==================== multiword_add_ctrl
Figure 1. Placed cells, one colour a class (multiword_add_ctrl).
The bar under the picture is 20 µm long.
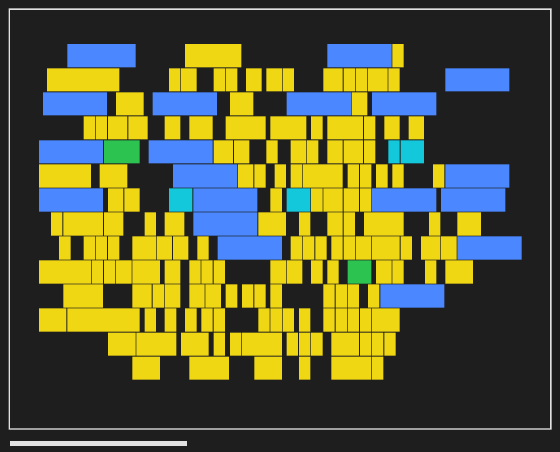
Figure 2. Sizing map (multiword_add_ctrl).
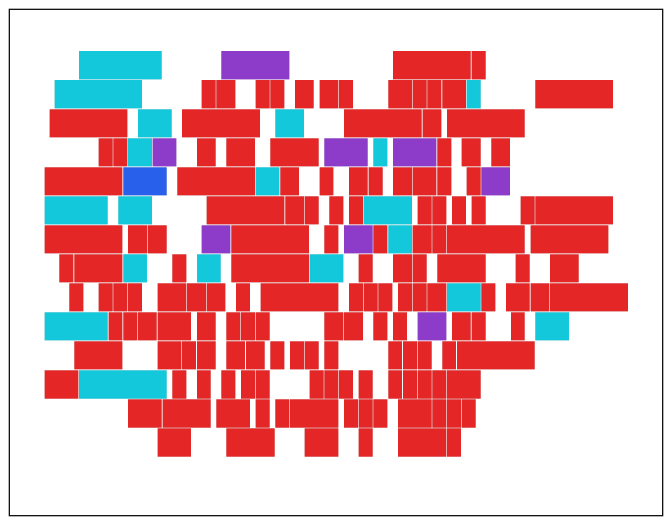
===== config.mk =====
export PLATFORM = sky130hd
export DESIGN_NAME = multiword_add_ctrl
export DESIGN_NICKNAME = d
export VERILOG_FILES = /design/src/rtl/multiword_add_ctrl_pkg.sv /design/src/rtl/multiword_add_ctrl_adder.sv /design/src/rtl/multiword_add_ctrl.sv
export SDC_FILE = /design/constraint.sdc
export NUM_CORES = 1
export LEC_CHECK = 0
export ABC_AREA = 1
export CAP_MARGIN = 20
export CORE_ASPECT_RATIO = 0.75
export CORE_MARGIN = 3
export CORE_UTILIZATION = 56
export DETAILED_ROUTE_END_ITERATION = 12
export DONT_BUFFER_PORTS = 1
export PLACE_DENSITY = 0.81
export SLEW_MARGIN = 40
export SYNTH_ARGS = -nofsm -noshare
export SYNTH_HDL_FRONTEND = slang
export SYNTH_SLANG_ARGS = --single-unit

===== constraint.sdc =====
create_clock -name clk -period 2.1 [get_ports clk]
set_clock_uncertainty 0.05 [all_clocks]
set_input_delay 0.42 -clock clk [delete_from_list [all_inputs] [get_ports clk]]
set_output_delay 0.42 -clock clk [all_outputs]
set_load 0.005 [all_outputs]

===== src/rtl/multiword_add_ctrl_pkg.sv =====
// Shared types and helpers for the multi-word add/subtract sequencer.
package multiword_add_ctrl_pkg;

    typedef enum logic [1:0] {
        IDLE  = 2'd0,
        RUN   = 2'd1,
        FLUSH = 2'd2
    } state_t;

    // Word counter width; never narrower than one bit.
    function automatic int cnt_width(input int n);
        return (n <= 2) ? 1 : $clog2(n);
    endfunction

endpackage


===== src/rtl/multiword_add_ctrl_adder.sv =====
// Single-word ripple adder with carry in/out, shared across all words.
module multiword_add_ctrl_adder #(
    parameter int DATA_WIDTH = 8
) (
    input  logic [DATA_WIDTH-1:0] a,
    input  logic [DATA_WIDTH-1:0] b,
    input  logic                  cin,
    output logic [DATA_WIDTH-1:0] sum,
    output logic                  cout
);

    always_comb begin
        {cout, sum} = {1'b0, a} + {1'b0, b} + {{DATA_WIDTH{1'b0}}, cin};
    end

endmodule


===== src/rtl/multiword_add_ctrl.sv =====
// Sequences one word-wide adder over NUM_WORDS cycles for wide add/sub,
// with a registered, backpressured result stream and final flag report.
module multiword_add_ctrl
    import multiword_add_ctrl_pkg::*;
#(
    parameter int DATA_WIDTH = 8,
    parameter int NUM_WORDS  = 4
) (
    input  logic                  clk,
    input  logic                  rst,
    input  logic                  start,
    input  logic                  sub,
    output logic                  busy,
    input  logic                  in_valid,
    output logic                  in_ready,
    input  logic [DATA_WIDTH-1:0] in0,
    input  logic [DATA_WIDTH-1:0] in1,
    output logic                  out_valid,
    input  logic                  out_ready,
    output logic [DATA_WIDTH-1:0] out_sum,
    output logic                  out_last,
    output logic                  cout,
    output logic                  overflow,
    output logic                  done
);

    localparam int             CW   = cnt_width(NUM_WORDS);
    localparam logic [CW-1:0]  LAST = CW'(NUM_WORDS - 1);
    localparam int             MSB  = DATA_WIDTH - 1;

    state_t                state, state_nx;
    logic                  sub_r;
    logic                  carry_r;
    logic [CW-1:0]         cnt;
    logic [DATA_WIDTH-1:0] b_eff;
    logic [DATA_WIDTH-1:0] add_sum;
    logic                  add_cout;
    logic                  accept;
    logic                  is_last;
    logic                  out_fire;
    logic                  carry_msb;

    // Subtraction is A + ~B + 1; the +1 comes from carry_r preloaded with sub.
    assign b_eff     = sub_r ? ~in1 : in1;
    assign is_last   = (cnt == LAST);
    assign in_ready  = (state == RUN) && (!out_valid || out_ready);
    assign accept    = in_valid && in_ready;
    assign out_fire  = out_valid && out_ready;
    assign busy      = (state != IDLE);
    assign carry_msb = in0[MSB] ^ b_eff[MSB] ^ add_sum[MSB];

    multiword_add_ctrl_adder #(.DATA_WIDTH(DATA_WIDTH)) u_adder (
        .a    (in0),
        .b    (b_eff),
        .cin  (carry_r),
        .sum  (add_sum),
        .cout (add_cout)
    );

    always_comb begin
        state_nx = state;
        case (state)
            IDLE:    if (start) state_nx = RUN;
            RUN:     if (accept && is_last) state_nx = FLUSH;
            FLUSH:   if (out_fire && out_last) state_nx = IDLE;
            default: state_nx = IDLE;
        endcase
    end

    always_ff @(posedge clk) begin
        if (rst) begin
            state     <= IDLE;
            sub_r     <= 1'b0;
            carry_r   <= 1'b0;
            cnt       <= '0;
            out_valid <= 1'b0;
            out_sum   <= '0;
            out_last  <= 1'b0;
            cout      <= 1'b0;
            overflow  <= 1'b0;
            done      <= 1'b0;
        end else begin
            state <= state_nx;
            done  <= 1'b0;

            if (state == IDLE && start) begin
                sub_r    <= sub;
                carry_r  <= sub;
                cnt      <= '0;
                cout     <= 1'b0;
                overflow <= 1'b0;
            end

            // A new accept always refills the register, even when the old
            // word is leaving in the same cycle.
            if (accept) begin
                out_sum   <= add_sum;
                out_valid <= 1'b1;
                out_last  <= is_last;
                carry_r   <= add_cout;
                cnt       <= cnt + 1'b1;
                if (is_last) begin
                    cout     <= add_cout;
                    overflow <= carry_msb ^ add_cout;
                end
            end else if (out_fire) begin
                out_valid <= 1'b0;
            end

            if (state == FLUSH && out_fire && out_last)
                done <= 1'b1;
        end
    end

endmodule


==> flow_summary.yaml <==
# yosys + openroad results
synth:
  synth.top_cells.by_count: "nand2_1, inv_1, dfxtp_1"
  synthXorXnorAreaFrac: 0.0686
  topCellsByArea: "dfxtp_1, nand2_1, inv_1"
  mux_share: 0
  yosysUniqueCellTypes: 29
  yosys_area_um2: 1280
  floorplan.nets: 208
  yosysWarnings: 0
placed_design:
  hpwl_um: 2140
  pre_cts_slack_ps: -28.2
floorplanning:
  die-area_um2: 2890
  io_pins: 37
cts:
  clk_pin_slew_ps: 100
  cts-buffers-inserted: 3
  clkLatencyLatePin_ps: 290
  clockBufferDepth: 2
setup_path:
  r2r_slack_ps: 100
min_path:
  hp-start: "rst"
finish:
  largest-register: "out_sum"
sta:
  slew_viol_final: 0
global_route:
  grt_max_degree: 17
status:
  outcome: "complete, no violations"
About Figure 1:
[cyan] clock drivers and dummy loads | cells: 4 | share of their area: 2.0%
[blue] flip-flops | cells: 19 | share of their area: 29%
[yellow] all other logic | cells: 154 | share of their area: 68%
[green] other buffers and delay cells | cells: 2 | share of their area: 1.4%
# rows: 14
core area: 2080 µm²
flop share of the area: 0.283

About Figure 2:
[blue] drive 6 and up | cells: 1
[cyan] drive 2 | cells: 19
[red] drive 1 or less | cells: 151
[purple] drive 3 to 4 | cells: 8
Area Overhead vs Synth: 5.49%
Post-Layout Inst Area: 1350 µm²
post-route setup slack: 96.9 ps
Signal buffers: 2

## path summary, 6_finish.rpt
path / to
min reg2reg: done$_SDFF_PP0_
max reg2reg: out_sum[7]$_SDFFE_PP0P_
min: state[0]$_SDFFE_PP0P_
max: out_sum[7]$_SDFFE_PP0P_
## power by group
part           switching, W  internal [W]  leakage [nW]
clock network      0.000104     0.0000739        0.0150
registers         0.0000145      0.000378         0.155
logic              0.000157      0.000105         0.491
## cell type report
| type | count | area, µm² |
|---|---|---|
| sequential | 19 | 382 |
| timing repair buffer | 2 | 18.8 |
| tap | 24 | 30.0 |
| clock buffer | 4 | 26.3 |
| multi-input combinational | 122 | 767 |
| fill | 188 | 738 |
| inverter | 32 | 123 |
## worst reg2reg max path, stage by stage, from the launching register on
cell and delay [ps]:
dfxtp_2 350, buf_6 150, xnor2_2 210, inv_1 70, ha_1 260, nand2_1 40, nand2_1 80, nand2_1 110
o21ai_0 330, nand2_1 120, nand3_1 100, nand2_1 60, inv_1 40
## logic make-up (layout without fill, tap and decap cells)
family / count (synthesis) / after routing
compound gates: 27 / 27
xor+xnor: 10 / 10
fa+ha+maj: 10 / 10
buf+inv: 35 / 38
flops: 19 / 19
simple gates: 75 / 75

==================== pipe_skid_reg
Figure 3. Clock routing (pipe_skid_reg).
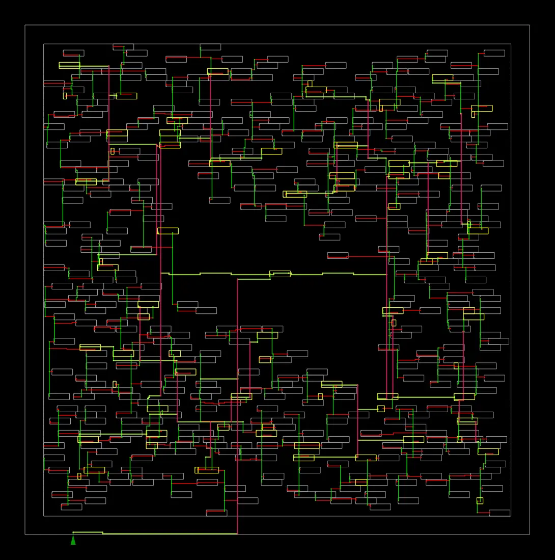
Figure 4. Routed clock nets over the placement (pipe_skid_reg).
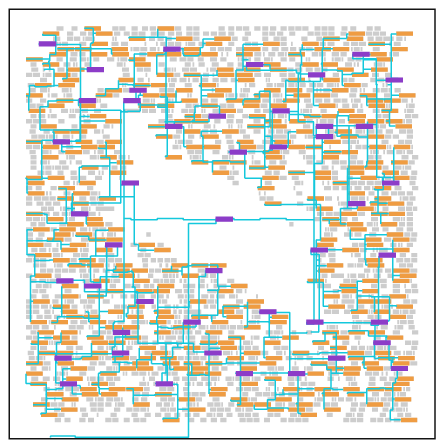
==> src/rtl/pipe_skid_reg.sv <==
// Elastic pipeline-stage register with a 2-entry skid buffer and a registered upstream ready.
// Optional stall counter port enabled by defining PIPE_STALL_CNT_EN.
module pipe_skid_reg #(
   parameter int CTRL_W = 5,
   parameter int DATA_W = 203
) (
   input  logic              clk,
   input  logic              reset,
   input  logic              flush,
   input  logic              in_valid,
   output logic              in_ready,
   input  logic [CTRL_W-1:0] in_ctrl,
   input  logic [DATA_W-1:0] in_data,
   output logic              out_valid,
   input  logic              out_ready,
   output logic [CTRL_W-1:0] out_ctrl,
   output logic [DATA_W-1:0] out_data,
   output logic [1:0]        occupancy
`ifdef PIPE_STALL_CNT_EN
   ,
   output logic [15:0]       stall_cnt
`endif
);

   typedef enum logic [1:0] {
      S_EMPTY = 2'd0,
      S_ONE   = 2'd1,
      S_TWO   = 2'd2
   } state_t;

   state_t            r_state, w_state_nxt;
   logic [CTRL_W-1:0] r_main_ctrl, w_main_ctrl_nxt;
   logic [DATA_W-1:0] r_main_data, w_main_data_nxt;
   logic [CTRL_W-1:0] r_skid_ctrl, w_skid_ctrl_nxt;
   logic [DATA_W-1:0] r_skid_data, w_skid_data_nxt;
   logic              r_out_valid;
   logic              r_in_ready;
   logic              w_accept;
   logic              w_emit;

   assign w_accept = in_valid & r_in_ready;
   assign w_emit   = r_out_valid & out_ready;

   always_comb begin
      // NOTE: every next value gets a default first so no path can infer a latch.
      w_state_nxt     = r_state;
      w_main_ctrl_nxt = r_main_ctrl;
      w_main_data_nxt = r_main_data;
      w_skid_ctrl_nxt = r_skid_ctrl;
      w_skid_data_nxt = r_skid_data;

      if (flush) begin
         // Main data is left as-is: it is don't-care once invalid and never X after reset.
         w_state_nxt     = S_EMPTY;
         w_main_ctrl_nxt = '0;
         w_skid_ctrl_nxt = '0;
         w_skid_data_nxt = '0;
      end else begin
         case (r_state)
            S_EMPTY: begin
               if (w_accept) begin
                  w_state_nxt     = S_ONE;
                  w_main_ctrl_nxt = in_ctrl;
                  w_main_data_nxt = in_data;
               end
            end
            S_ONE: begin
               if (w_accept && w_emit) begin
                  w_main_ctrl_nxt = in_ctrl;
                  w_main_data_nxt = in_data;
               end else if (w_accept) begin
                  w_state_nxt     = S_TWO;
                  w_skid_ctrl_nxt = in_ctrl;
                  w_skid_data_nxt = in_data;
               end else if (w_emit) begin
                  w_state_nxt     = S_EMPTY;
                  w_main_ctrl_nxt = '0;
               end
            end
            S_TWO: begin
               // Skid beat is older than anything upstream, so it refills main first.
               if (w_emit) begin
                  w_state_nxt     = S_ONE;
                  w_main_ctrl_nxt = r_skid_ctrl;
                  w_main_data_nxt = r_skid_data;
                  w_skid_ctrl_nxt = '0;
                  w_skid_data_nxt = '0;
               end
            end
            default: begin
               w_state_nxt     = S_EMPTY;
               w_main_ctrl_nxt = '0;
               w_skid_ctrl_nxt = '0;
            end
         endcase
      end
   end

   always_ff @(posedge clk or posedge reset) begin
      if (reset) begin
         r_state     <= S_EMPTY;
         r_main_ctrl <= '0;
         r_main_data <= '0;
         r_skid_ctrl <= '0;
         r_skid_data <= '0;
         r_out_valid <= 1'b0;
         r_in_ready  <= 1'b1;
      end else begin
         // NOTE: non-blocking so every flop samples the pre-edge values of the others.
         r_state     <= w_state_nxt;
         r_main_ctrl <= w_main_ctrl_nxt;
         r_main_data <= w_main_data_nxt;
         r_skid_ctrl <= w_skid_ctrl_nxt;
         r_skid_data <= w_skid_data_nxt;
         r_out_valid <= (w_state_nxt != S_EMPTY);
         r_in_ready  <= (w_state_nxt != S_TWO);
      end
   end

   assign in_ready  = r_in_ready;
   assign out_valid = r_out_valid;
   assign out_ctrl  = r_main_ctrl;
   assign out_data  = r_main_data;
   assign occupancy = r_state;

`ifdef PIPE_STALL_CNT_EN
   logic [15:0] r_stall_cnt;

   // Flush deliberately leaves the count alone; only reset clears it.
   always_ff @(posedge clk or posedge reset) begin
      if (reset) begin
         r_stall_cnt <= '0;
      end else if (r_out_valid && !out_ready && (r_stall_cnt != 16'hFFFF)) begin
         r_stall_cnt <= r_stall_cnt + 16'd1;
      end
   end

   assign stall_cnt = r_stall_cnt;
`endif

endmodule
==> config.mk <==
export PLATFORM = sky130hd
export DESIGN_NAME = pipe_skid_reg
export DESIGN_NICKNAME = d
export VERILOG_FILES = /design/src/rtl/pipe_skid_reg.sv
export SDC_FILE = /design/constraint.sdc
export NUM_CORES = 1
export LEC_CHECK = 0
export CAP_MARGIN = 20
export CORE_AREA = 8 8 216 218
export DETAILED_ROUTE_END_ITERATION = 10
export DIE_AREA = 0 0 224 226
export PLACE_DENSITY = 0.73
export SYNTH_ARGS = -nofsm -noshare
export SYNTH_HDL_FRONTEND = slang
export SYNTH_SLANG_ARGS = --single-unit
==> constraint.sdc <==
create_clock -name clk -period 12.8 [get_ports clk]
set_clock_uncertainty 0.05 [all_clocks]
set_input_delay 1.92 -clock clk [delete_from_list [all_inputs] [get_ports clk]]
set_output_delay 1.92 -clock clk [all_outputs]
set_load 0.05 [all_outputs]
==> flow_summary.yaml <==
# yosys + openroad results
cts:
  clk_pin_slew_ps: 60
finish:
  seq_area_frac: 0.409
  comb_area_um2: 7780
  buffers: 441
power:
  vdd_drop_max_uv: 122
drt:
  vias: 13036
  met1_length_um: 21000
  dr.max_layer_used: "met5"
sta:
  finalClockPeriodUsage: 0.419
  fin_ws_ps: 7430
  hold_viol_final: 0
status:
  outcome: "complete, no violations"
setup_path:
  cp_slowest_cell: "buf_4"
  crit_path_start_kind: "primary input"
global_route:
  grt_pass1_wl_um: 81500
  busiest_layer: "met2"
synth:
  yosysWarnings: 0
Notes on Figure 3 above:
clk sinks: 420
Flops: 420
total CTS buffers: 46
Clock buffer cells: 69
clock latency on the worst-skew pair: 560 ps

Notes on Figure 4 above:
[purple] cells driving clock nets | count: 46
[cyan] clock wires | length: 5560 µm
[orange] flip-flops | count: 420
flops lie: all over the die
P_clk: 0.00130 W
Clk pwr share: 0.256

==> cells by family after synthesis <==
group / Yosys count / synth area share
compound gates: 30 / 0.0103
buf+inv: 300 / 0.0708
flops: 420 / 0.535
mux: 614 / 0.338
simple gates: 224 / 0.0458
==> worst max-delay path: cells and delay by family <==
kind / cells / cell delay (ps)
compound gates: 2 / 950
buf+inv: 3 / 2020
mux: 1 / 410
simple gates: 1 / 300
==> synth_stat cells, drive strengths merged <==
cell type  instances
a21oi             10
a221oi             1
a22o               5
a31oi              1
and2               2
and2b              1
and3               1
and3b              1
buf               83
clkbuf            12
dfrtp            419
dfstp              1
inv              205
mux2             406
mux2i            208
nand2            205
nand4b             6
nor2               3
nor2b              1
nor3               1
o21ai              8
o2bb2ai            5
or2                1
or3                2
==> power breakdown <==
part / switching [W] / internal, W / total [W] / leakage (nW)
registers: 0.000188 / 0.00163 / 0.00182 / 5.20
clock network: 0.000525 / 0.000773 / 0.00130 / 0.724
logic: 0.00123 / 0.000735 / 0.00196 / 5.50
total: 0.00194 / 0.00314 / 0.00508 / 11.4


==> layout pictures side by side <==
The metal 1 layer.
Supply wires on this layer in grey. Cells faint in the background.
(a)
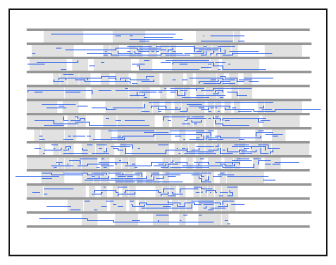
(b)
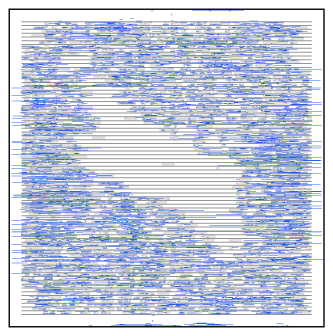
(a) -> multiword_add_ctrl
(b) -> pipe_skid_reg

Power and IR drop assume default switching activity.
